######## block 1 ########
$ cat config.mk
export PLATFORM = sky130hd
export DESIGN_NAME = dma_bus_arbiter_flat
export DESIGN_NICKNAME = d
export VERILOG_FILES = /design/src/rtl/dma_bus_arbiter_if.sv /design/src/rtl/dma_bus_arbiter.sv /design/src/flat_wrapper.sv
export SDC_FILE = /design/constraint.sdc
export NUM_CORES = 1
export LEC_CHECK = 0
export CORE_ASPECT_RATIO = 0.9
export CORE_MARGIN = 3
export CORE_UTILIZATION = 19
export DETAILED_ROUTE_END_ITERATION = 6
export GPL_TIMING_DRIVEN = 0
export PLACE_DENSITY = 0.92
export SLEW_MARGIN = 20
export SYNTH_ARGS = -nofsm -noshare
export SYNTH_HDL_FRONTEND = slang
export SYNTH_SLANG_ARGS = --single-unit
$ cat constraint.sdc
create_clock -name clk -period 1.6 [get_ports clk]
set_input_delay 0.16 -clock clk [delete_from_list [all_inputs] [get_ports clk]]
set_output_delay 0.16 -clock clk [all_outputs]
set_load 0.02 [all_outputs]
$ cat src/rtl/dma_bus_arbiter_if.sv
// Shared-bus arbitration signals between the DMA engines (master) and the
// round-robin arbiter (slave).
interface dma_bus_arbiter_if #(
   parameter int NUM_CH = 2
);
   localparam int CH_W = (NUM_CH > 1) ? $clog2(NUM_CH) : 1;

   // Handshake: a channel holds BR[i] high (level) until it is done with the
   // bus; BG[i] is the registered answer. The owner keeps the bus for as long
   // as its BR stays high and releases it by dropping BR. yield_req is advisory.
   logic [NUM_CH-1:0] BR;
   logic [NUM_CH-1:0] BG;
   logic [CH_W-1:0]   grant_id;
   logic              bus_owned;
   logic              yield_req;

   modport master (
      output BR,
      input  BG,
      input  grant_id,
      input  bus_owned,
      input  yield_req
   );

   modport slave (
      input  BR,
      output BG,
      output grant_id,
      output bus_owned,
      output yield_req
   );
endinterface

$ cat src/rtl/dma_bus_arbiter.sv
// Round-robin arbiter handing the shared memory bus to DMA channels while the
// CPU data port is idle, plus start-command and sticky end-status registers.
module dma_bus_arbiter #(
   parameter int       NUM_CH     = 2,
   parameter int       WORD_SIZE  = 16,
   parameter logic [3:0] NOP_OPCODE = 4'hf,
   parameter int       MAX_HOLD   = 0
) (
   input  logic                   clk,
   input  logic                   reset_n,
   dma_bus_arbiter_if.slave       bus,
   input  logic [NUM_CH-1:0]      dma_start_int,
   output logic [NUM_CH-1:0]      cmd,
   input  logic [NUM_CH-1:0]      dma_end_int,
   input  logic [NUM_CH-1:0]      end_ack,
   output logic [NUM_CH-1:0]      end_status,
   input  logic                   d_readM,
   input  logic                   d_writeM,
   input  logic [4*WORD_SIZE-1:0] d_data,
   input  logic                   doneWrite_d,
   output logic                   dbg_state
);

   localparam int CH_W   = (NUM_CH > 1) ? $clog2(NUM_CH) : 1;
   localparam int HOLD_W = (MAX_HOLD > 0) ? $clog2(MAX_HOLD + 1) : 1;
   localparam logic [HOLD_W-1:0] HOLD_MAX = HOLD_W'(MAX_HOLD);
   localparam logic [CH_W-1:0]   LAST_CH  = CH_W'(NUM_CH - 1);

   typedef enum logic {
      IDLE  = 1'b0,
      GRANT = 1'b1
   } state_t;

   state_t            state, state_nxt;
   logic [NUM_CH-1:0] bg_q, bg_nxt;
   logic [CH_W-1:0]   gid_q, gid_nxt;
   logic              owned_q, owned_nxt;
   logic [CH_W-1:0]   last_q, last_nxt;
   logic [HOLD_W-1:0] hold_q, hold_nxt;
   logic [CH_W-1:0]   sel;
   logic              sel_found;
   logic              mem_busy;
   logic [NUM_CH-1:0] others;
   logic              unused_data;

   // Only the opcode nibble of the read line matters here.
   assign unused_data = ^d_data[4*WORD_SIZE-5:0];

   assign mem_busy = (d_readM && (d_data[4*WORD_SIZE-1 -: 4] == NOP_OPCODE)) ||
                     (d_writeM && !doneWrite_d);

   // First requester at or after last_owner+1, wrapping.
   always_comb begin
      logic [CH_W-1:0] idx;
      idx       = '0;
      sel       = '0;
      sel_found = 1'b0;
      for (int i = 0; i < NUM_CH; i++) begin
         idx = CH_W'((int'(last_q) + 1 + i) % NUM_CH);
         if (!sel_found && bus.BR[idx]) begin
            sel       = idx;
            sel_found = 1'b1;
         end
      end
   end

   always_comb begin
      state_nxt = state;
      bg_nxt    = bg_q;
      gid_nxt   = gid_q;
      owned_nxt = owned_q;
      last_nxt  = last_q;
      hold_nxt  = hold_q;
      case (state)
         IDLE: begin
            hold_nxt  = '0;
            bg_nxt    = '0;
            owned_nxt = 1'b0;
            if (sel_found && !mem_busy) begin
               bg_nxt[sel] = 1'b1;
               gid_nxt     = sel;
               owned_nxt   = 1'b1;
               state_nxt   = GRANT;
            end
         end
         GRANT: begin
            if (bus.BR[gid_q]) begin
               if (hold_q != HOLD_MAX) hold_nxt = hold_q + 1'b1;
            end else begin
               // Release edge never re-grants, leaving one bus-free cycle.
               bg_nxt    = '0;
               owned_nxt = 1'b0;
               last_nxt  = gid_q;
               state_nxt = IDLE;
            end
         end
         default: state_nxt = IDLE;
      endcase
   end

   always_ff @(posedge clk or negedge reset_n) begin
      if (!reset_n) begin
         state   <= IDLE;
         bg_q    <= '0;
         gid_q   <= '0;
         owned_q <= 1'b0;
         last_q  <= LAST_CH;
         hold_q  <= '0;
      end else begin
         state   <= state_nxt;
         bg_q    <= bg_nxt;
         gid_q   <= gid_nxt;
         owned_q <= owned_nxt;
         last_q  <= last_nxt;
         hold_q  <= hold_nxt;
      end
   end

   assign others = bus.BR & ~bg_q;

   assign bus.BG        = bg_q;
   assign bus.grant_id  = gid_q;
   assign bus.bus_owned = owned_q;
   assign bus.yield_req = (state == GRANT) && (MAX_HOLD > 0) &&
                          (hold_q == HOLD_MAX) && (|others);
   assign dbg_state     = state;

   // Set has priority over acknowledge so no end event is lost.
   always_ff @(posedge clk or negedge reset_n) begin
      if (!reset_n) begin
         cmd        <= '0;
         end_status <= '0;
      end else begin
         cmd        <= dma_start_int;
         end_status <= (end_status & ~end_ack) | dma_end_int;
      end
   end

endmodule

$ cat src/flat_wrapper.sv
// flat-port wrapper written by rule: the top's interface ports become plain ports
module dma_bus_arbiter_flat 
#(
   parameter int       NUM_CH     = 2,
   parameter int       WORD_SIZE  = 16,
   parameter logic [3:0] NOP_OPCODE = 4'hf,
   parameter int       MAX_HOLD   = 0
)
  (clk, reset_n, dma_start_int, cmd, dma_end_int, end_ack, end_status, d_readM, d_writeM, d_data, doneWrite_d, dbg_state, bus_BR, bus_BG, bus_grant_id, bus_bus_owned, bus_yield_req);
  dma_bus_arbiter_if #(.NUM_CH(NUM_CH)) bus_i ();
  input  logic clk;
  input  logic reset_n;
  input  logic [NUM_CH-1:0] dma_start_int;
  output logic [NUM_CH-1:0] cmd;
  input  logic [NUM_CH-1:0] dma_end_int;
  input  logic [NUM_CH-1:0] end_ack;
  output logic [NUM_CH-1:0] end_status;
  input  logic d_readM;
  input  logic d_writeM;
  input  logic [4*WORD_SIZE-1:0] d_data;
  input  logic doneWrite_d;
  output logic dbg_state;
  input wire logic [$bits(bus_i.BR)-1:0] bus_BR;
  output wire logic [$bits(bus_i.BG)-1:0] bus_BG;
  output wire logic [$bits(bus_i.grant_id)-1:0] bus_grant_id;
  output wire logic [$bits(bus_i.bus_owned)-1:0] bus_bus_owned;
  output wire logic [$bits(bus_i.yield_req)-1:0] bus_yield_req;
  assign bus_i.BR = bus_BR;
  assign bus_BG = bus_i.BG;
  assign bus_grant_id = bus_i.grant_id;
  assign bus_bus_owned = bus_i.bus_owned;
  assign bus_yield_req = bus_i.yield_req;
  dma_bus_arbiter #(.NUM_CH(NUM_CH), .WORD_SIZE(WORD_SIZE), .NOP_OPCODE(NOP_OPCODE), .MAX_HOLD(MAX_HOLD)) u_core (.clk(clk), .reset_n(reset_n), .bus(bus_i), .dma_start_int(dma_start_int), .cmd(cmd), .dma_end_int(dma_end_int), .end_ack(end_ack), .end_status(end_status), .d_readM(d_readM), .d_writeM(d_writeM), .d_data(d_data), .doneWrite_d(doneWrite_d), .dbg_state(dbg_state));
endmodule
######## block 2 ########
==> config.mk <==
export PLATFORM = sky130hd
export DESIGN_NAME = axi_stream_rr_arbiter
export DESIGN_NICKNAME = d
export VERILOG_FILES = /design/src/rtl/axi_stream_pkg.sv /design/src/rtl/rr_priority_pick.sv /design/src/rtl/axi_stream_rr_arbiter.sv
export SDC_FILE = /design/constraint.sdc
export NUM_CORES = 1
export LEC_CHECK = 0
export ABC_AREA = 1
export CAP_MARGIN = 10
export CORE_MARGIN = 2
export CORE_UTILIZATION = 34
export DETAILED_ROUTE_END_ITERATION = 12
export PLACE_DENSITY = 0.74
export SLEW_MARGIN = 20
export SYNTH_ARGS = -nofsm -noshare
export SYNTH_HDL_FRONTEND = slang
export SYNTH_SLANG_ARGS = --single-unit
==> constraint.sdc <==
create_clock -name clk -period 1.2 [get_ports clk]
set_clock_uncertainty 0.15 [all_clocks]
set_input_delay 0.18 -clock clk [delete_from_list [all_inputs] [get_ports clk]]
set_output_delay 0.18 -clock clk [all_outputs]
set_load 0.005 [all_outputs]
==> src/rtl/axi_stream_pkg.sv <==
// Shared definitions for the AXI-Stream round-robin arbiter: FSM state
// encoding, default data width and the wrap-around index helper used by the
// priority picker.
package axi_stream_pkg;

    // Arbiter FSM states: IDLE arbitrates, GRANT streams one packet.
    typedef enum logic {
        ST_IDLE  = 1'b0,
        ST_GRANT = 1'b1
    } state_e;

    // Default TDATA width per stream.
    localparam int DEFAULT_DATA_WIDTH = 8;

    // Index reached by stepping 'off' positions upward from 'base' in a ring
    // of 'n' entries.
    function automatic int rr_wrap(input int base, input int off, input int n);
        return (base + off) % n;
    endfunction

endpackage

==> src/rtl/rr_priority_pick.sv <==
// Combinational round-robin picker: returns the first asserted request found
// by searching upward from the entry after 'last', wrapping around the ring.
// The entry 'last' itself is considered only after every other entry.
module rr_priority_pick
    import axi_stream_pkg::*;
#(
    parameter  int NUM_STREAMS = 2,
    localparam int SEL_WIDTH   = $clog2(NUM_STREAMS)
) (
    input  logic [NUM_STREAMS-1:0] req,
    input  logic [SEL_WIDTH-1:0]   last,
    output logic                   any,
    output logic [SEL_WIDTH-1:0]   idx
);

    logic [SEL_WIDTH-1:0] cand_s;

    // Walk the ring from last+1; the first hit wins and later hits are ignored.
    always_comb begin
        any    = 1'b0;
        idx    = {SEL_WIDTH{1'b0}};
        cand_s = {SEL_WIDTH{1'b0}};
        for (int off = 1; off <= NUM_STREAMS; off++) begin
            cand_s = SEL_WIDTH'(rr_wrap(int'(last), off, NUM_STREAMS));
            if (!any && req[cand_s]) begin
                any = 1'b1;
                idx = cand_s;
            end else begin
                any = any;
                idx = idx;
            end
        end
    end

endmodule

==> src/rtl/axi_stream_rr_arbiter.sv <==
// Packet-level round-robin arbiter for NUM_STREAMS AXI-Stream sources sharing
// one sink. A grant is held from arbitration until the granted source's TLAST
// beat is accepted; granted beats pass through a single registered output
// stage. 'select' reports the current or most recent grant.
module axi_stream_rr_arbiter
    import axi_stream_pkg::*;
#(
    parameter  int DATA_WIDTH  = DEFAULT_DATA_WIDTH,
    parameter  int NUM_STREAMS = 2,
    localparam int SEL_WIDTH   = $clog2(NUM_STREAMS)
) (
    input  logic                              clk,
    input  logic                              rst_n,
    input  logic [NUM_STREAMS*DATA_WIDTH-1:0] s_tdata,
    input  logic [NUM_STREAMS-1:0]            s_tvalid,
    input  logic [NUM_STREAMS-1:0]            s_tlast,
    output logic [NUM_STREAMS-1:0]            s_tready,
    output logic [DATA_WIDTH-1:0]             m_tdata,
    output logic                              m_tvalid,
    output logic                              m_tlast,
    input  logic                              m_tready,
    output logic [SEL_WIDTH-1:0]              select,
    output logic                              busy
);

    state_e                   state_r;
    state_e                   state_nxt_s;
    logic [SEL_WIDTH-1:0]     select_r;
    logic [SEL_WIDTH-1:0]     last_grant_r;
    logic                     sel_load_s;

    logic                     pick_any_s;
    logic [SEL_WIDTH-1:0]     pick_idx_s;

    logic [DATA_WIDTH-1:0]    grant_data_s;
    logic                     grant_valid_s;
    logic                     grant_last_s;
    logic                     out_free_s;
    logic                     accept_s;
    logic [NUM_STREAMS-1:0]   s_tready_s;

    logic [DATA_WIDTH-1:0]    m_tdata_r;
    logic                     m_tvalid_r;
    logic                     m_tlast_r;

    rr_priority_pick #(
        .NUM_STREAMS (NUM_STREAMS)
    ) u_pick (
        .req  (s_tvalid),
        .last (last_grant_r),
        .any  (pick_any_s),
        .idx  (pick_idx_s)
    );

    // Route the currently selected source's data, valid and last.
    always_comb begin
        grant_data_s  = {DATA_WIDTH{1'b0}};
        grant_valid_s = 1'b0;
        grant_last_s  = 1'b0;
        for (int i = 0; i < NUM_STREAMS; i++) begin
            if (select_r == SEL_WIDTH'(i)) begin
                grant_data_s  = s_tdata[i*DATA_WIDTH +: DATA_WIDTH];
                grant_valid_s = s_tvalid[i];
                grant_last_s  = s_tlast[i];
            end else begin
                grant_data_s  = grant_data_s;
                grant_valid_s = grant_valid_s;
                grant_last_s  = grant_last_s;
            end
        end
    end

    // The output stage can take a beat when empty or draining this cycle;
    // this keeps full throughput and makes s_tready combinational in m_tready.
    assign out_free_s = !m_tvalid_r || m_tready;

    // FSM next state, per-source ready and source-beat acceptance.
    always_comb begin
        state_nxt_s = state_r;
        s_tready_s  = {NUM_STREAMS{1'b0}};
        accept_s    = 1'b0;
        sel_load_s  = 1'b0;
        case (state_r)
            ST_IDLE: begin
                if (pick_any_s) begin
                    sel_load_s  = 1'b1;
                    state_nxt_s = ST_GRANT;
                end else begin
                    state_nxt_s = ST_IDLE;
                end
            end
            ST_GRANT: begin
                s_tready_s[select_r] = out_free_s;
                accept_s             = grant_valid_s && out_free_s;
                // A gap from the granted source keeps the grant; only its
                // TLAST beat releases it.
                if (accept_s && grant_last_s) begin
                    state_nxt_s = ST_IDLE;
                end else begin
                    state_nxt_s = ST_GRANT;
                end
            end
            default: begin
                state_nxt_s = ST_IDLE;
            end
        endcase
    end

    // State, select and last-grant registers; reset leaves stream 0 first in line.
    always_ff @(posedge clk or negedge rst_n) begin
        if (!rst_n) begin
            state_r      <= ST_IDLE;
            select_r     <= {SEL_WIDTH{1'b0}};
            last_grant_r <= SEL_WIDTH'(NUM_STREAMS - 1);
        end else begin
            state_r <= state_nxt_s;
            if (sel_load_s) begin
                select_r     <= pick_idx_s;
                last_grant_r <= pick_idx_s;
            end else begin
                select_r     <= select_r;
                last_grant_r <= last_grant_r;
            end
        end
    end

    // Output register: a new load wins over a drain so valid stays high;
    // with neither, contents hold (stable under backpressure).
    always_ff @(posedge clk or negedge rst_n) begin
        if (!rst_n) begin
            m_tdata_r  <= {DATA_WIDTH{1'b0}};
            m_tvalid_r <= 1'b0;
            m_tlast_r  <= 1'b0;
        end else begin
            if (accept_s) begin
                m_tdata_r  <= grant_data_s;
                m_tvalid_r <= 1'b1;
                m_tlast_r  <= grant_last_s;
            end else if (m_tvalid_r && m_tready) begin
                m_tdata_r  <= m_tdata_r;
                m_tvalid_r <= 1'b0;
                m_tlast_r  <= 1'b0;
            end else begin
                m_tdata_r  <= m_tdata_r;
                m_tvalid_r <= m_tvalid_r;
                m_tlast_r  <= m_tlast_r;
            end
        end
    end

    assign s_tready = s_tready_s;
    assign m_tdata  = m_tdata_r;
    assign m_tvalid = m_tvalid_r;
    assign m_tlast  = m_tlast_r;
    assign select   = select_r;
    assign busy     = (state_r == ST_GRANT);

endmodule

######## block 3 ########
$ cat src/rtl/rv_pipe_pkg.sv
// Shared pipeline definitions for the fetch/decode boundary.
//   NOP_INSTR        - canonical RV32I NOP (addi x0, x0, 0)
//   D_WIDTH_DEFAULT  - width of instruction, PC and PC+4 fields
//   fetch_entry_t    - one queued fetch: instruction with its PC and PC+4
package rv_pipe_pkg;

  localparam int D_WIDTH_DEFAULT = 32;
  localparam logic [31:0] NOP_INSTR = 32'h0000_0013;

  typedef struct packed {
    logic [D_WIDTH_DEFAULT-1:0] instr;
    logic [D_WIDTH_DEFAULT-1:0] pc;
    logic [D_WIDTH_DEFAULT-1:0] pc_plus4;
  } fetch_entry_t;

endpackage

$ cat src/rtl/fetch_queue_ram.sv
// Storage array for the fetch queue: DEPTH entries, synchronous write,
// asynchronous read.
//   i_clk    - write clock
//   i_we     - write enable
//   i_waddr  - write index
//   i_wdata  - entry to store
//   i_raddr  - read index
//   o_rdata  - entry at i_raddr (combinational)
module fetch_queue_ram
  import rv_pipe_pkg::*;
#(
  parameter int DEPTH = 2,
  parameter int AW    = $clog2(DEPTH)
) (
  input  logic          i_clk,
  input  logic          i_we,
  input  logic [AW-1:0] i_waddr,
  input  fetch_entry_t  i_wdata,
  input  logic [AW-1:0] i_raddr,
  output fetch_entry_t  o_rdata
);

  fetch_entry_t r_mem [DEPTH];

  // NOTE: storage is deliberately not reset; validity is tracked by the
  // pointers and occupancy count, so stale contents are never observed.
  always_ff @(posedge i_clk) begin
    if (i_we) begin
      r_mem[i_waddr] <= i_wdata;
    end
  end

  assign o_rdata = r_mem[i_raddr];

endmodule

$ cat src/rtl/fetch_queue.sv
// Fetch queue: small FIFO between the PC/fetch stage and decode, replacing
// the IF/ID register. Applies back-pressure to the PC register when full
// and discards everything in flight on a redirect.
//   CLK          - clock, rising edge
//   rst          - asynchronous active-low reset
//   FetchValid   - fetch stage offers {InstrF, PCF, PCPlus4F}
//   FetchReady   - queue accepts an offer this cycle (state-only, no
//                  dependence on DecodeReady)
//   Flush        - redirect from execute; kills queued and offered entries
//   DecodeReady  - decode consumes the head entry
//   ValidD       - head entry valid; InstrD/PCD/PCPlus4D carry it, else
//                  NOP/0/0
//   Count        - current occupancy
module fetch_queue
  import rv_pipe_pkg::*;
#(
  parameter int D_WIDTH = D_WIDTH_DEFAULT,
  parameter int DEPTH   = 2
) (
  input  logic                       CLK,
  input  logic                       rst,
  input  logic                       FetchValid,
  input  logic [D_WIDTH-1:0]         InstrF,
  input  logic [D_WIDTH-1:0]         PCF,
  input  logic [D_WIDTH-1:0]         PCPlus4F,
  output logic                       FetchReady,
  input  logic                       Flush,
  input  logic                       DecodeReady,
  output logic                       ValidD,
  output logic [D_WIDTH-1:0]         InstrD,
  output logic [D_WIDTH-1:0]         PCD,
  output logic [D_WIDTH-1:0]         PCPlus4D,
  output logic [$clog2(DEPTH+1)-1:0] Count
);

  localparam int PW = $clog2(DEPTH);
  localparam int CW = $clog2(DEPTH + 1);

  generate
    if ((DEPTH < 2) || ((DEPTH & (DEPTH - 1)) != 0)) begin : g_bad_depth
      $error("fetch_queue: DEPTH must be a power of two and at least 2");
    end
    if (D_WIDTH != D_WIDTH_DEFAULT) begin : g_bad_width
      $error("fetch_queue: D_WIDTH must match fetch_entry_t field width");
    end
  endgenerate

  logic [PW-1:0] r_rd_ptr;
  logic [PW-1:0] r_wr_ptr;
  logic [CW-1:0] r_count;

  logic          w_empty;
  logic          w_push;
  logic          w_pop;
  fetch_entry_t  w_wdata;
  fetch_entry_t  w_head;

  assign w_empty    = (r_count == '0);
  assign FetchReady = (r_count != CW'(DEPTH));
  assign ValidD     = !w_empty;
  assign Count      = r_count;

  assign w_push = FetchValid & FetchReady & ~Flush;
  assign w_pop  = ValidD & DecodeReady & ~Flush;

  assign w_wdata = '{instr: InstrF, pc: PCF, pc_plus4: PCPlus4F};

  fetch_queue_ram #(
    .DEPTH (DEPTH)
  ) u_ram (
    .i_clk   (CLK),
    .i_we    (w_push),
    .i_waddr (r_wr_ptr),
    .i_wdata (w_wdata),
    .i_raddr (r_rd_ptr),
    .o_rdata (w_head)
  );

  // NOTE: sequential state uses non-blocking assignments so every register
  // samples pre-edge values, independent of statement order.
  always_ff @(posedge CLK or negedge rst) begin
    if (!rst) begin
      r_rd_ptr <= '0;
      r_wr_ptr <= '0;
      r_count  <= '0;
    end else if (Flush) begin
      // Redirect: drop everything by collapsing read onto write.
      r_rd_ptr <= r_wr_ptr;
      r_count  <= '0;
    end else begin
      // Pointers are log2(DEPTH) bits, so increments wrap modulo DEPTH.
      if (w_push) r_wr_ptr <= r_wr_ptr + PW'(1);
      if (w_pop)  r_rd_ptr <= r_rd_ptr + PW'(1);
      unique case ({w_push, w_pop})
        2'b10:   r_count <= r_count + CW'(1);
        2'b01:   r_count <= r_count - CW'(1);
        default: r_count <= r_count;
      endcase
    end
  end

  // NOTE: every output of this block gets a default first, so no path can
  // leave a value unassigned and infer a latch.
  always_comb begin
    InstrD   = D_WIDTH'(NOP_INSTR);
    PCD      = '0;
    PCPlus4D = '0;
    if (!w_empty) begin
      InstrD   = w_head.instr;
      PCD      = w_head.pc;
      PCPlus4D = w_head.pc_plus4;
    end
  end

  a_count_max: assert property (@(posedge CLK) disable iff (!rst)
    r_count <= CW'(DEPTH));
  a_no_underflow: assert property (@(posedge CLK) disable iff (!rst)
    w_pop |-> (r_count != '0));

endmodule

$ cat config.mk
export PLATFORM = sky130hd
export DESIGN_NAME = fetch_queue
export DESIGN_NICKNAME = d
export VERILOG_FILES = /design/src/rtl/rv_pipe_pkg.sv /design/src/rtl/fetch_queue_ram.sv /design/src/rtl/fetch_queue.sv
export SDC_FILE = /design/constraint.sdc
export NUM_CORES = 1
export LEC_CHECK = 0
export ABC_AREA = 1
export CAP_MARGIN = 20
export CORE_AREA = 2 2 128 130
export CTS_CLUSTER_DIAMETER = 50
export DETAILED_ROUTE_END_ITERATION = 10
export DIE_AREA = 0 0 130 132
export MAX_ROUTING_LAYER = met4
export PLACE_DENSITY = 0.85
export REMOVE_ABC_BUFFERS = 1
export SETUP_SLACK_MARGIN = 0.5
export SLEW_MARGIN = 10
export SYNTH_ARGS = -nofsm -noshare
export SYNTH_HDL_FRONTEND = slang
export SYNTH_SLANG_ARGS = --single-unit
$ cat constraint.sdc
create_clock -name CLK -period 6.75 [get_ports CLK]
set_input_delay 0.675 -clock CLK [delete_from_list [all_inputs] [get_ports CLK]]
set_output_delay 0.675 -clock CLK [all_outputs]
set_load 0.05 [all_outputs]

## Gallery

Clock wiring as the flow saved it.
panel A
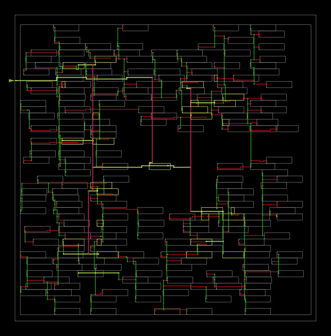
panel B
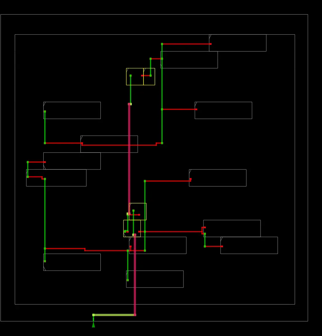
panel C
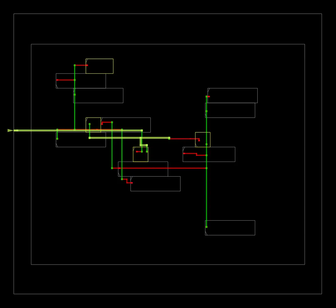
Of these, most sequential cells: panel A
Of these, most clock buffers: panel A
| from | picture |
|---|---|
| block 3 | panel A |
| block 2 | panel B |
| block 1 | panel C |

Fig. 1: block 3, pin map
The bar under the picture is 50 um long. Pins as bars across the die edge, other pins in gray.
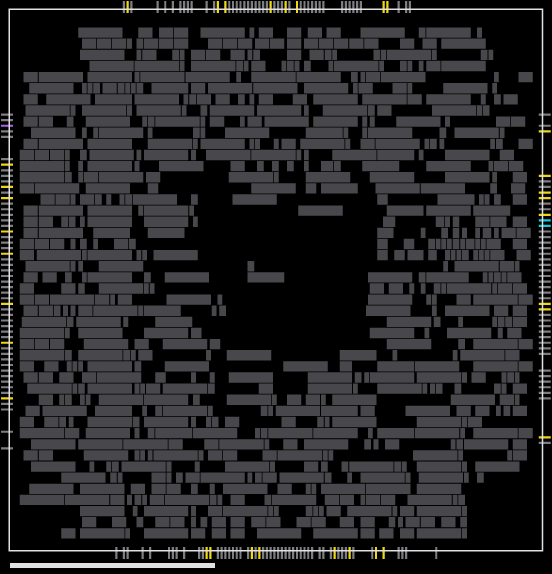
color	port	pins	direction	edge
yellow	`PCD`	32	output	8 left, 8 bottom, 8 top, 8 right
cyan	`Count`	2	output	right
purple	`CLK`	1	input	left
overall die height: 132 um
Die Wd: 130 um
PortBufs: 200

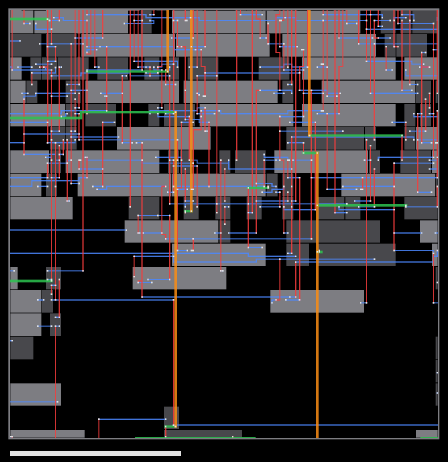
Fig. 2. Layout detail (block 3).
The bar under the picture is 20 um long. Region (40, 67) to (90, 117) um. Cells in gray, sequential cells in the stronger gray; small squares are vias.
color	layer
green	M3
blue	M1
orange	M4
red	M2
most frequent	nand2_1 (25), edfxtp_1 (25), clkdlybuf4s50_1 (12)
cells with their middle in the window	80
sequential cells in the window	25
netlist names of flops here include	`u_ram.r_mem` (25)

==> metrics.yaml, block 3 <==
wl_met3_mm: 1.04
startpoint: "r_rd_ptr"
slowest_stage: "clkdlybuf4s50_1"
grt_max_degree: 56
ys_sh_adder_pct: 0
cts_tree: "built"
setup.worst_path.start_class: "register"
synth_top_cell_by_area: "edfxtp_1"
top_power_group: "sequential cells"
syn_area_um2: 7390
grt_use_met2_pct: 32.1
hpwl_mm: 10.1
crit_family: "buffers and inverters"
dp_cells: 942
drive_gt1_share_pct: 5.31
globalRoute.totalOverflow: 0
crit_cells: 5
yosysSeqAreaShare_pct: 79.4
relSlewSlack_pct: 31.2
layout_top_cell: "nand2_1"
cts_inserted_buffers: 17
inverters: 7
path_cells: "clkinv_2, buf_4, nand2_1, a21oi_1, clkdlybuf4s50_1"
num_antenna_cells: 0
ir_worst_vdd_mv: 0.267
edf_count: 192
reg2reg_to: "u_ram.r_mem[1][1]"
power.switching_w: 0.00152
final-hold-violation-count: 0
lay_top_cells: "nand2_1 (204), clkdlybuf4s50_1 (200), edfxtp_1 (192), a21oi_1 (94), clkbuf_16 (17)"
status: "finished clean"
pin_count: 201
seq_area_share_pct: 58.0
post_layout_nonfiller_instances: 970
largest_reg_flops: 192
vias_per_cell: 4.99
drt-initial-drc-count: 344
yosysWarnings: 0
htree_levels: 4
worstMarginPinSlew_ns: 1.03
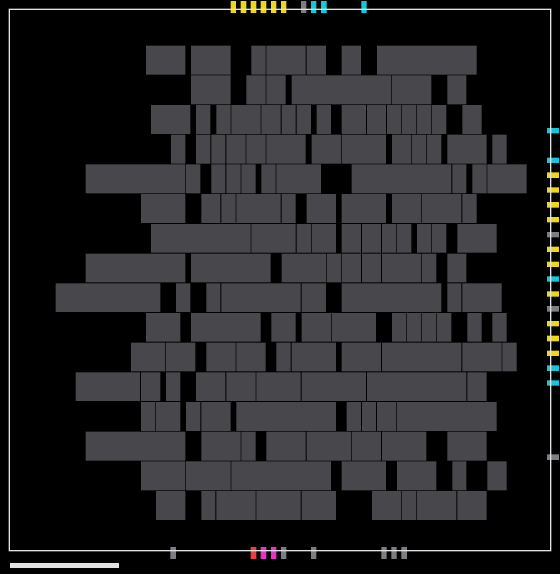
Fig. 3. Pin map (block 2).
The bar under the picture is 10 um long. Pins as bars across the die edge, other pins in gray.
color	port	pins	direction	edge
yellow	`s_tdata`	16	input	10 right, 6 top
magenta	`s_tvalid`	2	input	bottom
cyan	`m_tdata`	8	output	5 right, 3 top
red	`busy`	1	output	bottom
all pins by edge	18 right, 10 top, 9 bottom

==> metrics.yaml, block 2 <==
p_clk_w: 0.000284
setup_viol: 17
drt_pass1_iterations: 4
violations: "setup timing"
grt_first_pass_wirelength_mm: 3.86
status: "finished, violations left"
dieArea_um2: 2450
crit_buf_inv: 2
antenna_found_initial: 0
grt_use_met2_pct: 34.2
comb_power_share_pct: 67.1
fin_ws_ns: -0.223
power.switching_w: 0.00132
mux_share_pct: 0
reg2reg_to: "m_tdata[7]"
p_per_area_nw_per_um2: 2400
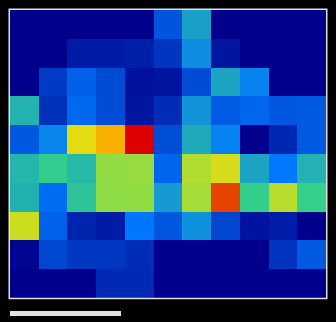
Fig. 4. Routed metal per tile (block 1).
The bar under the picture is 20 um long. The die is cut into 11 by 10 equal tiles; dark blue is low, red is high, scaled to the fullest tile. Values are wire area over tile area, all layers added.
densest ninth of the die	middle
mean over tiles	0.061
tiles over half the peak	12%
fullest tile	0.30
routed via count: 373
total track usage: 7.81%
Routed WL per cell: 12.0 um
DRT Wirelength: 1.05 mm

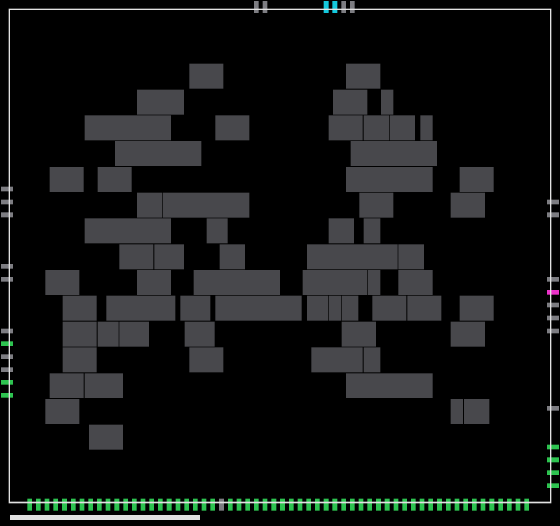
Fig. 5. Pin map (block 1).
The bar under the picture is 20 um long. Pins as bars across the die edge, other pins in gray.
color	port	pins	direction	edge
green	`d_data`	64	input	57 bottom, 4 right, 3 left
cyan	`dma_end_int`	2	input	top
magenta	`bus_grant_id`	1	output	right
overall die height: 51.9 um
PortBufs: 25
Die Wd: 57.0 um

==> metrics.yaml, block 1 <==
status: "finished clean"
yosys_most_used_dff: "dfrtp_1"
final-hold-violation-count: 0
pin_count: 87
p_comb_w: 0.000448
met1_usage_pct: 8.68
max_stage_delay_ns: 0.63
simple_gate_area_share_pct: 9.30
fp_util_pct: 21.5
endpoint: "bus_grant_id"
cts.sinks: 10
cts_resized: 0
first_global_vias: 377
switching_share_pct: 32.2
timing.hold.ws_ns: 0.209
antenna_found_initial: 0
power.share.sequential_pct: 36.9
dominant_cells: "non-clock buffers"
crit_buf_inv: 1
clockBufferDepth: 2
inverters: 3
postLayoutCoreUtil_pct: 36.9
slowest_stage: "clkdlybuf4s50_1"
common_cells: "dfrtp_1 (9), a21oi_1 (3), inv_1 (3)"
dpl_cell_area_um2: 726
comb_cells: 20
synth.area.top_cells: "dfrtp_1 (51%), dfstp_2 (5.9%), a211oi_4 (4.5%)"
yosys_cells: 34
dieArea_um2: 2950
clk_latency_ns: 0.26
seq_area_share_pct: 33.0

######## block 4 ########
===== src/rtl/tiny_cpu_top.sv =====
// Single-cycle 8-bit accumulator CPU with button run/step control and an
// eight-digit multiplexed 7-segment view of ACC, PC, flags, IR and switches.
module tiny_cpu_top #(
    parameter int SCAN_BITS = 16
) (
    input  logic       clk,
    input  logic       rst,
    input  logic [4:0] btn,
    input  logic [7:0] switch,
    output logic [7:0] seg_code_0,
    output logic [7:0] seg_code_1,
    output logic [7:0] pos
);

    typedef enum logic [3:0] {
        OP_NOP  = 4'h0, OP_LDI  = 4'h1, OP_ADDI = 4'h2, OP_SUBI = 4'h3,
        OP_IN   = 4'h4, OP_ANDI = 4'h5, OP_ORI  = 4'h6, OP_XORI = 4'h7,
        OP_LD   = 4'h8, OP_ST   = 4'h9, OP_JMP  = 4'hA, OP_JZ   = 4'hB,
        OP_JNZ  = 4'hC, OP_SHL  = 4'hD, OP_SHR  = 4'hE, OP_HALT = 4'hF
    } op_e;

    logic [7:0]           acc;
    logic [3:0]           pc;
    logic                 z, c, run, halt;
    logic [7:0]           ram [16];
    logic [1:0]           sync1, sync2, prev;
    logic [SCAN_BITS-1:0] scan_cnt;

    logic [7:0] ir;
    op_e        op;
    logic [3:0] k;
    logic       run_pulse, step_pulse, commit;
    logic [7:0] acc_nxt;
    logic [3:0] pc_nxt;
    logic       c_nxt, acc_we, ram_we, halt_nxt;
    logic [8:0] sum9, diff9;

    logic unused_btn;
    assign unused_btn = ^btn[4:2];

    always_comb begin
        unique case (pc)
            4'h0:    ir = 8'h40;
            4'h1:    ir = 8'h21;
            4'h2:    ir = 8'h90;
            4'h3:    ir = 8'hB5;
            4'h4:    ir = 8'hA1;
            4'h5:    ir = 8'hF0;
            default: ir = 8'h00;
        endcase
    end

    assign op = op_e'(ir[7:4]);
    assign k  = ir[3:0];

    // A button sampled high at edge N pulses during the cycle after edge N+1.
    assign run_pulse  = sync2[0] & ~prev[0];
    assign step_pulse = sync2[1] & ~prev[1];
    assign commit     = ~halt & (run | (step_pulse & ~run_pulse));

    assign sum9  = {1'b0, acc} + {5'b0, k};
    assign diff9 = {1'b0, acc} - {5'b0, k};

    // NOTE: every output gets a default first so no path leaves a latch.
    always_comb begin
        acc_nxt  = acc;
        c_nxt    = c;
        pc_nxt   = pc + 4'd1;
        acc_we   = 1'b0;
        ram_we   = 1'b0;
        halt_nxt = halt;
        case (op)
            OP_LDI:  begin acc_nxt = {4'h0, k};             acc_we = 1'b1; end
            OP_ADDI: begin {c_nxt, acc_nxt} = sum9;         acc_we = 1'b1; end
            OP_SUBI: begin {c_nxt, acc_nxt} = diff9;        acc_we = 1'b1; end
            OP_IN:   begin acc_nxt = switch;                acc_we = 1'b1; end
            OP_ANDI: begin acc_nxt = acc & {4'h0, k};       acc_we = 1'b1; end
            OP_ORI:  begin acc_nxt = acc | {4'h0, k};       acc_we = 1'b1; end
            OP_XORI: begin acc_nxt = acc ^ {4'h0, k};       acc_we = 1'b1; end
            OP_LD:   begin acc_nxt = ram[k];                acc_we = 1'b1; end
            OP_ST:   ram_we = 1'b1;
            OP_JMP:  pc_nxt = k;
            OP_JZ:   if (z)  pc_nxt = k;
            OP_JNZ:  if (!z) pc_nxt = k;
            OP_SHL:  begin c_nxt = acc[7]; acc_nxt = {acc[6:0], 1'b0}; acc_we = 1'b1; end
            OP_SHR:  begin c_nxt = acc[0]; acc_nxt = {1'b0, acc[7:1]}; acc_we = 1'b1; end
            OP_HALT: begin halt_nxt = 1'b1; pc_nxt = pc; end
            default: ;
        endcase
    end

    // NOTE: state registers use non-blocking assignments so every register
    // samples the pre-edge values regardless of statement order.
    always_ff @(posedge clk or negedge rst) begin
        if (!rst) begin
            acc      <= '0;
            pc       <= '0;
            z        <= 1'b0;
            c        <= 1'b0;
            run      <= 1'b0;
            halt     <= 1'b0;
            sync1    <= '0;
            sync2    <= '0;
            prev     <= '0;
            scan_cnt <= '0;
            // NOTE: the data RAM must read as zero after reset, so it is built
            // from flops rather than a block RAM that cannot be reset.
            for (int i = 0; i < 16; i++) ram[i] <= '0;
        end else begin
            sync1    <= btn[1:0];
            sync2    <= sync1;
            prev     <= sync2;
            scan_cnt <= scan_cnt + SCAN_BITS'(1);
            if (run_pulse && !halt) run <= ~run;
            if (commit) begin
                pc   <= pc_nxt;
                c    <= c_nxt;
                halt <= halt_nxt;
                if (acc_we) begin
                    acc <= acc_nxt;
                    z   <= (acc_nxt == 8'h00);
                end
                if (ram_we) ram[k] <= acc;
            end
        end
    end

    function automatic logic [7:0] font(input logic [3:0] d);
        case (d)
            4'h0: font = 8'h3F;  4'h1: font = 8'h06;  4'h2: font = 8'h5B;  4'h3: font = 8'h4F;
            4'h4: font = 8'h66;  4'h5: font = 8'h6D;  4'h6: font = 8'h7D;  4'h7: font = 8'h07;
            4'h8: font = 8'h7F;  4'h9: font = 8'h6F;  4'hA: font = 8'h77;  4'hB: font = 8'h7C;
            4'hC: font = 8'h39;  4'hD: font = 8'h5E;  4'hE: font = 8'h79;  default: font = 8'h71;
        endcase
    endfunction

    logic [1:0] scan_k;
    logic [3:0] digit_lo, digit_hi, onehot;

    assign scan_k = scan_cnt[SCAN_BITS-1 -: 2];
    assign onehot = 4'b0001 << scan_k;

    always_comb begin
        case (scan_k)
            2'd0:    begin digit_lo = acc[3:0];             digit_hi = ir[3:0];     end
            2'd1:    begin digit_lo = acc[7:4];             digit_hi = ir[7:4];     end
            2'd2:    begin digit_lo = pc;                   digit_hi = switch[3:0]; end
            default: begin digit_lo = {halt, run, c, z};    digit_hi = switch[7:4]; end
        endcase
    end

    assign pos        = {onehot, onehot};
    assign seg_code_0 = font(digit_lo);
    assign seg_code_1 = font(digit_hi);

endmodule


===== config.mk =====
export PLATFORM = sky130hd
export DESIGN_NAME = tiny_cpu_top
export DESIGN_NICKNAME = d
export VERILOG_FILES = /design/src/rtl/tiny_cpu_top.sv
export SDC_FILE = /design/constraint.sdc
export NUM_CORES = 1
export LEC_CHECK = 0
export CAP_MARGIN = 30
export CORE_MARGIN = 5
export CORE_UTILIZATION = 49
export DETAILED_ROUTE_END_ITERATION = 8
export PLACE_DENSITY = 0.72
export SLEW_MARGIN = 20
export SYNTH_ARGS = -nofsm -noshare
export SYNTH_HDL_FRONTEND = slang
export SYNTH_SLANG_ARGS = --single-unit

===== constraint.sdc =====
create_clock -name clk -period 3 [get_ports clk]
set_input_delay 0.45 -clock clk [delete_from_list [all_inputs] [get_ports clk]]
set_output_delay 0.45 -clock clk [all_outputs]
set_load 0.1 [all_outputs]

######## block 5 ########
<file path="config.mk">
export PLATFORM = sky130hd
export DESIGN_NAME = analog_stick_scanner
export DESIGN_NICKNAME = d
export VERILOG_FILES = /design/src/rtl/joystick_pkg.sv /design/src/rtl/stick_axis_filter.sv /design/src/rtl/analog_stick_scanner.sv
export SDC_FILE = /design/constraint.sdc
export NUM_CORES = 1
export LEC_CHECK = 0
export CORE_MARGIN = 1
export CORE_UTILIZATION = 25
export CTS_BUF_LIST = sky130_fd_sc_hd__clkbuf_16
export DETAILED_ROUTE_END_ITERATION = 12
export GPL_ROUTABILITY_DRIVEN = 0
export PLACE_DENSITY = 0.45
export RECOVER_POWER = 100
export SLEW_MARGIN = 5
export SYNTH_ARGS = -nofsm -noshare
export SYNTH_HDL_FRONTEND = slang
export SYNTH_HIERARCHICAL = 1
export SYNTH_SLANG_ARGS = --single-unit
export TNS_END_PERCENT = 5
</file>
<file path="constraint.sdc">
create_clock -name clk_100MHz -period 3.4 [get_ports clk_100MHz]
set_clock_uncertainty 0.1 [all_clocks]
set_input_delay 0.85 -clock clk_100MHz [delete_from_list [all_inputs] [get_ports clk_100MHz]]
set_output_delay 0.85 -clock clk_100MHz [all_outputs]
set_load 0.02 [all_outputs]
</file>
<file path="src/rtl/joystick_pkg.sv">
// Shared types and constants for the analog joystick XADC scanner.
// Holds the scan FSM state encoding and the DRP addresses of the stick channels.
package joystick_pkg;

  typedef enum logic [2:0] {
    ST_IDLE   = 3'd0,
    ST_ISSUE  = 3'd1,
    ST_WAIT   = 3'd2,
    ST_UPDATE = 3'd3,
    ST_DONE   = 3'd4
  } scan_state_t;

  localparam int DEF_SAMPLE_W = 12;

  // XADC auxiliary inputs wired to the stick axes
  localparam logic [6:0] ADDR_VAUX6 = 7'h16;
  localparam logic [6:0] ADDR_VAUX7 = 7'h17;

endpackage

</file>
<file path="src/rtl/stick_axis_filter.sv">
// One stick axis: IIR smoothing of raw XADC samples, hysteretic low/high
// direction levels and one-cycle press pulses on their rising edges.
module stick_axis_filter
  import joystick_pkg::*;
#(
  parameter int SAMPLE_W  = DEF_SAMPLE_W,
  parameter int AVG_SHIFT = 2,
  parameter int TH_LOW    = 1000,
  parameter int TH_HIGH   = 3000,
  parameter int HYST      = 100
) (
  input  logic                clk_100MHz,
  input  logic                rst,
  input  logic                sample_valid,
  input  logic [SAMPLE_W-1:0] raw,
  output logic [SAMPLE_W-1:0] filtered,
  output logic                dir_lo,
  output logic                dir_hi,
  output logic                lo_pulse,
  output logic                hi_pulse
);

  localparam int ACC_W = SAMPLE_W + AVG_SHIFT;

  logic [ACC_W-1:0]    acc_reg, acc_next;
  logic [SAMPLE_W-1:0] filt_next;
  logic                first_reg;
  logic                dir_lo_reg, dir_lo_next;
  logic                dir_hi_reg, dir_hi_next;
  logic                lo_pulse_reg, hi_pulse_reg;
  int                  filt_i;

  // Directions are judged on the post-update value so they move in the same
  // cycle as the filtered sample.
  always_comb begin
    acc_next    = acc_reg;
    dir_lo_next = dir_lo_reg;
    dir_hi_next = dir_hi_reg;
    if (first_reg)
      acc_next = ACC_W'(raw) << AVG_SHIFT;
    else
      acc_next = acc_reg - (acc_reg >> AVG_SHIFT) + ACC_W'(raw);
    filt_next = SAMPLE_W'(acc_next >> AVG_SHIFT);
    filt_i    = int'(filt_next);
    if (filt_i > TH_HIGH)
      dir_hi_next = 1'b1;
    else if (filt_i < TH_HIGH - HYST)
      dir_hi_next = 1'b0;
    if (filt_i < TH_LOW)
      dir_lo_next = 1'b1;
    else if (filt_i > TH_LOW + HYST)
      dir_lo_next = 1'b0;
  end

  always_ff @(posedge clk_100MHz or posedge rst) begin
    if (rst) begin
      acc_reg      <= '0;
      first_reg    <= 1'b1;
      dir_lo_reg   <= 1'b0;
      dir_hi_reg   <= 1'b0;
      lo_pulse_reg <= 1'b0;
      hi_pulse_reg <= 1'b0;
    end else begin
      lo_pulse_reg <= 1'b0;
      hi_pulse_reg <= 1'b0;
      if (sample_valid) begin
        acc_reg      <= acc_next;
        first_reg    <= 1'b0;
        dir_lo_reg   <= dir_lo_next;
        dir_hi_reg   <= dir_hi_next;
        lo_pulse_reg <= dir_lo_next & ~dir_lo_reg;
        hi_pulse_reg <= dir_hi_next & ~dir_hi_reg;
      end
    end
  end

  assign filtered = SAMPLE_W'(acc_reg >> AVG_SHIFT);
  assign dir_lo   = dir_lo_reg;
  assign dir_hi   = dir_hi_reg;
  assign lo_pulse = lo_pulse_reg;
  assign hi_pulse = hi_pulse_reg;

endmodule

</file>
<file path="src/rtl/analog_stick_scanner.sv">
// Periodically reads NUM_CH XADC auxiliary channels over DRP and feeds each
// result into its own stick_axis_filter; a stalled read is abandoned after TIMEOUT cycles.
module analog_stick_scanner
  import joystick_pkg::*;
#(
  parameter int         NUM_CH    = 2,
  parameter logic [6:0] ADDR_BASE = ADDR_VAUX6,
  parameter int         SAMPLE_W  = DEF_SAMPLE_W,
  parameter int         TH_LOW    = 1000,
  parameter int         TH_HIGH   = 3000,
  parameter int         HYST      = 100,
  parameter int         AVG_SHIFT = 2,
  parameter int         SCAN_DIV  = 1000,
  parameter int         TIMEOUT   = 255
) (
  input  logic                       clk_100MHz,
  input  logic                       rst,
  input  logic                       scan_en,
  output logic [6:0]                 drp_daddr,
  output logic                       drp_den,
  input  logic                       drp_drdy,
  input  logic [15:0]                drp_do,
  output logic [NUM_CH*SAMPLE_W-1:0] sample_data,
  output logic [NUM_CH-1:0]          dir_lo,
  output logic [NUM_CH-1:0]          dir_hi,
  output logic [NUM_CH-1:0]          lo_pulse,
  output logic [NUM_CH-1:0]          hi_pulse,
  output logic                       scan_done,
  output logic                       timeout_err
);

  localparam int CH_W   = 3;
  localparam int TMR_W  = $clog2(SCAN_DIV + 1);
  localparam int WAIT_W = $clog2(TIMEOUT + 1);

  if (!(TH_LOW + HYST < TH_HIGH - HYST)) begin : g_chk_thresh
    $error("analog_stick_scanner: hysteresis bands of TH_LOW and TH_HIGH overlap");
  end
  if (NUM_CH < 1 || NUM_CH > 8) begin : g_chk_num_ch
    $error("analog_stick_scanner: NUM_CH must be 1..8");
  end
  if (AVG_SHIFT < 0 || AVG_SHIFT > 4) begin : g_chk_shift
    $error("analog_stick_scanner: AVG_SHIFT must be 0..4");
  end
  if (SAMPLE_W < 1 || SAMPLE_W > 16 || SCAN_DIV < 2 || TIMEOUT < 1) begin : g_chk_misc
    $error("analog_stick_scanner: SAMPLE_W, SCAN_DIV or TIMEOUT out of range");
  end

  scan_state_t         state_reg, state_next;
  logic [TMR_W-1:0]    timer_reg;
  logic [CH_W-1:0]     ch_reg, ch_next;
  logic [WAIT_W-1:0]   wait_cnt_reg, wait_cnt_next;
  logic [SAMPLE_W-1:0] raw_reg, raw_next;
  logic                timeout_err_reg, timeout_err_next;
  logic                tick;
  logic                last_ch;
  logic                unused_do_bits;

  assign tick    = (timer_reg == TMR_W'(SCAN_DIV - 1));
  assign last_ch = (ch_reg == CH_W'(NUM_CH - 1));

  // Free-running scan period; ticks seen outside IDLE are simply lost.
  always_ff @(posedge clk_100MHz or posedge rst) begin
    if (rst)
      timer_reg <= '0;
    else if (tick)
      timer_reg <= '0;
    else
      timer_reg <= timer_reg + TMR_W'(1);
  end

  always_ff @(posedge clk_100MHz or posedge rst) begin
    if (rst) begin
      state_reg       <= ST_IDLE;
      ch_reg          <= '0;
      wait_cnt_reg    <= '0;
      raw_reg         <= '0;
      timeout_err_reg <= 1'b0;
    end else begin
      state_reg       <= state_next;
      ch_reg          <= ch_next;
      wait_cnt_reg    <= wait_cnt_next;
      raw_reg         <= raw_next;
      timeout_err_reg <= timeout_err_next;
    end
  end

  always_comb begin
    state_next       = state_reg;
    ch_next          = ch_reg;
    wait_cnt_next    = wait_cnt_reg;
    raw_next         = raw_reg;
    timeout_err_next = timeout_err_reg;
    case (state_reg)
      ST_IDLE: begin
        if (tick && scan_en) begin
          state_next = ST_ISSUE;
          ch_next    = '0;
        end
      end
      ST_ISSUE: begin
        wait_cnt_next = '0;
        state_next    = ST_WAIT;
      end
      ST_WAIT: begin
        if (drp_drdy) begin
          raw_next   = drp_do[15 -: SAMPLE_W];
          state_next = ST_UPDATE;
        end else if (wait_cnt_reg == WAIT_W'(TIMEOUT - 1)) begin
          // Skip this channel; its filter never sees a sample this scan.
          timeout_err_next = 1'b1;
          if (last_ch) begin
            state_next = ST_DONE;
          end else begin
            state_next = ST_ISSUE;
            ch_next    = ch_reg + CH_W'(1);
          end
        end else begin
          wait_cnt_next = wait_cnt_reg + WAIT_W'(1);
        end
      end
      ST_UPDATE: begin
        if (last_ch) begin
          state_next = ST_DONE;
        end else begin
          state_next = ST_ISSUE;
          ch_next    = ch_reg + CH_W'(1);
        end
      end
      ST_DONE: begin
        state_next = ST_IDLE;
        ch_next    = '0;
      end
      default: state_next = ST_IDLE;
    endcase
  end

  assign drp_den        = (state_reg == ST_ISSUE);
  assign drp_daddr      = ADDR_BASE + 7'(ch_reg);
  assign scan_done      = (state_reg == ST_DONE);
  assign timeout_err    = timeout_err_reg;
  assign unused_do_bits = ^drp_do;

  for (genvar gi = 0; gi < NUM_CH; gi++) begin : g_axis
    stick_axis_filter #(
      .SAMPLE_W  (SAMPLE_W),
      .AVG_SHIFT (AVG_SHIFT),
      .TH_LOW    (TH_LOW),
      .TH_HIGH   (TH_HIGH),
      .HYST      (HYST)
    ) u_filter (
      .clk_100MHz   (clk_100MHz),
      .rst          (rst),
      .sample_valid ((state_reg == ST_UPDATE) && (ch_reg == CH_W'(gi))),
      .raw          (raw_reg),
      .filtered     (sample_data[gi*SAMPLE_W +: SAMPLE_W]),
      .dir_lo       (dir_lo[gi]),
      .dir_hi       (dir_hi[gi]),
      .lo_pulse     (lo_pulse[gi]),
      .hi_pulse     (hi_pulse[gi])
    );
  end

endmodule

</file>
Fig. 6: block 4, layout detail
The bar under the picture is 20 um long. Region (19, 37) to (69, 87) um. Cells in gray, sequential cells in the stronger gray; small squares are vias.
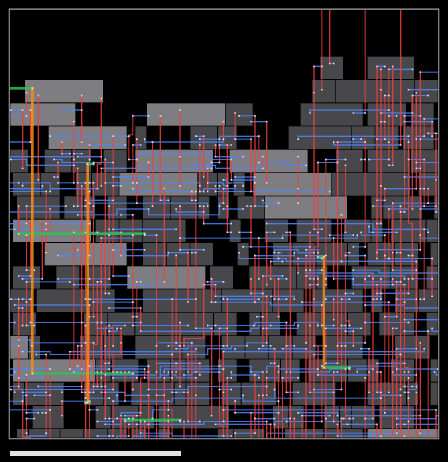
color	layer
orange	M4
green	M3
red	M2
blue	M1
most frequent	buf_4 (29), dfrtp_1 (10), xnor2_1 (9)
sequential cells in the window	13
cells with their middle in the window	149
netlist names of flops here include	`scan_cnt` (10), `pc` (3)

==> metrics.yaml, block 4 <==
violations: "setup timing"
final-hold-violation-count: 0
startpoint: "pc[0]"
setup_viol: 1
clockBufferDepth: 2
drt-total-wl_mm: 7.78
dpl_cell_area_um2: 3690
top_register: "scan_cnt"
crit_buf_inv: 3
hp-class: "in -> async"
fin_ws_ns: -0.00153
numSynthFlops: 38
met1_usage_pct: 27.2
drt_pass1_iterations: 4
status: "finished, violations left"
inverters: 24
lay_top_cells: "buf_4 (44), dfrtp_1 (34), nand2_1 (21), nor2_1 (20)"
crit_fanout: 5
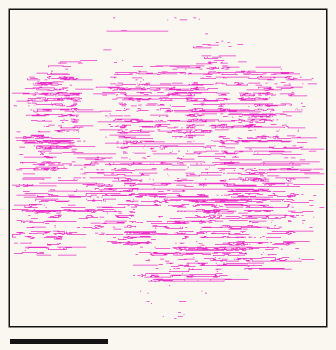
Fig. 7. M1 wires (block 5).
The bar under the picture is 50 um long.
wire length on this layer	8660 um
share of all routed wire	49%
nets with wire on the layer	845
longest straight run	58.9 um
main direction	horizontal
DRT Wirelength: 17.7 mm
routed via count: 5454

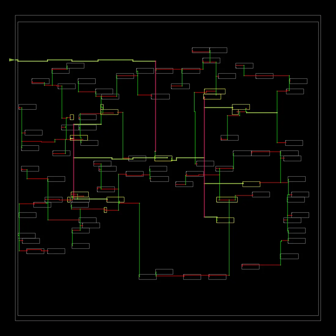
Fig. 8. Clock wiring as the flow saved it (block 5).
Seq cells: 75
Inserted Clock Buffers: 9
total clock sinks: 75
Skew-Pair Late Insertion Delay: 0.35 ns

==> metrics.yaml, block 5 <==
clock_cell_area_share_pct: 3.67
cts_tree: "built"
antenna_left: 0
max_stage_delay_ns: 0.54
pin_count: 62
rr_worst_depth: 12
arrival_ns: 3.54
violations: "setup timing"
finalCritPeriodShare_pct: 100
drc: 0
met3_usage_pct: 2.93
ys_area_um2: 6340
die_h_um: 161
grt_util_all_layers_pct: 14.1
crit_top_cell: "inv_2"
crit_buf_inv: 3
worstSetupPathType: "reg -> reg"
relSlewSlack_pct: 8.71
reg2reg_to: "g_axis[1].u_filter/dir_lo"
synth.cellmix.compoundShare_pct: 21.4
avgSynthCellArea_um2: 8.84
fmax_ghz: 0.294
crit_fanout: 4
met1_length_mm: 8.66
status: "finished, violations left"
top_layer_used: "met4"
grt_first_pass_wirelength_mm: 28.7
grt_busiest_layer: "met2"
reg2reg_slack_ns: -0.005
fin_crit_ns: 3.41
synth_cells: 717
antenna_found_initial: 0
edf_count: 0
min_from: "timeout_err"
slowest_stage: "fa_1"
fin_setup_tns_ns: -0.00517
fin_ws_ns: -0.00517
setup_viol: 1
path_cells: "buf_6, inv_2, fa_1, inv_2, fa_2, a211oi_2, o211ai_1, a21boi_2, xnor2_2, mux2_4, o2111a_1, a311o_1"


## Gallery

M1 wires.
Plate I
The bar under the picture is 50 um long.
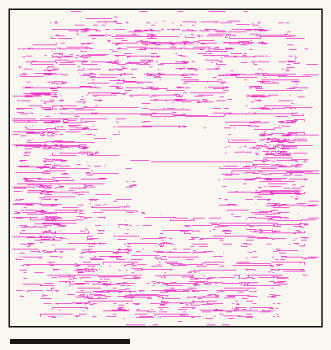
Plate II
The bar under the picture is 20 um long.
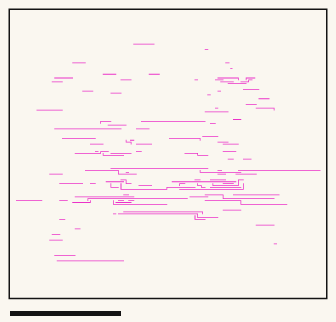
Plate III
The bar under the picture is 10 um long.
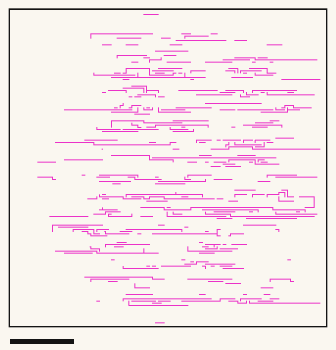
Plate IV
The bar under the picture is 20 um long.
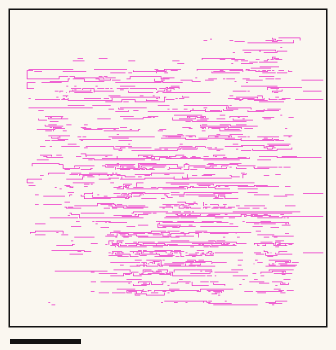
- smallest die: Plate III
- largest die: Plate I
block 4: Plate IV
block 3: Plate I
block 2: Plate III
block 1: Plate II

Power is estimated from default activity; no workload was simulated.
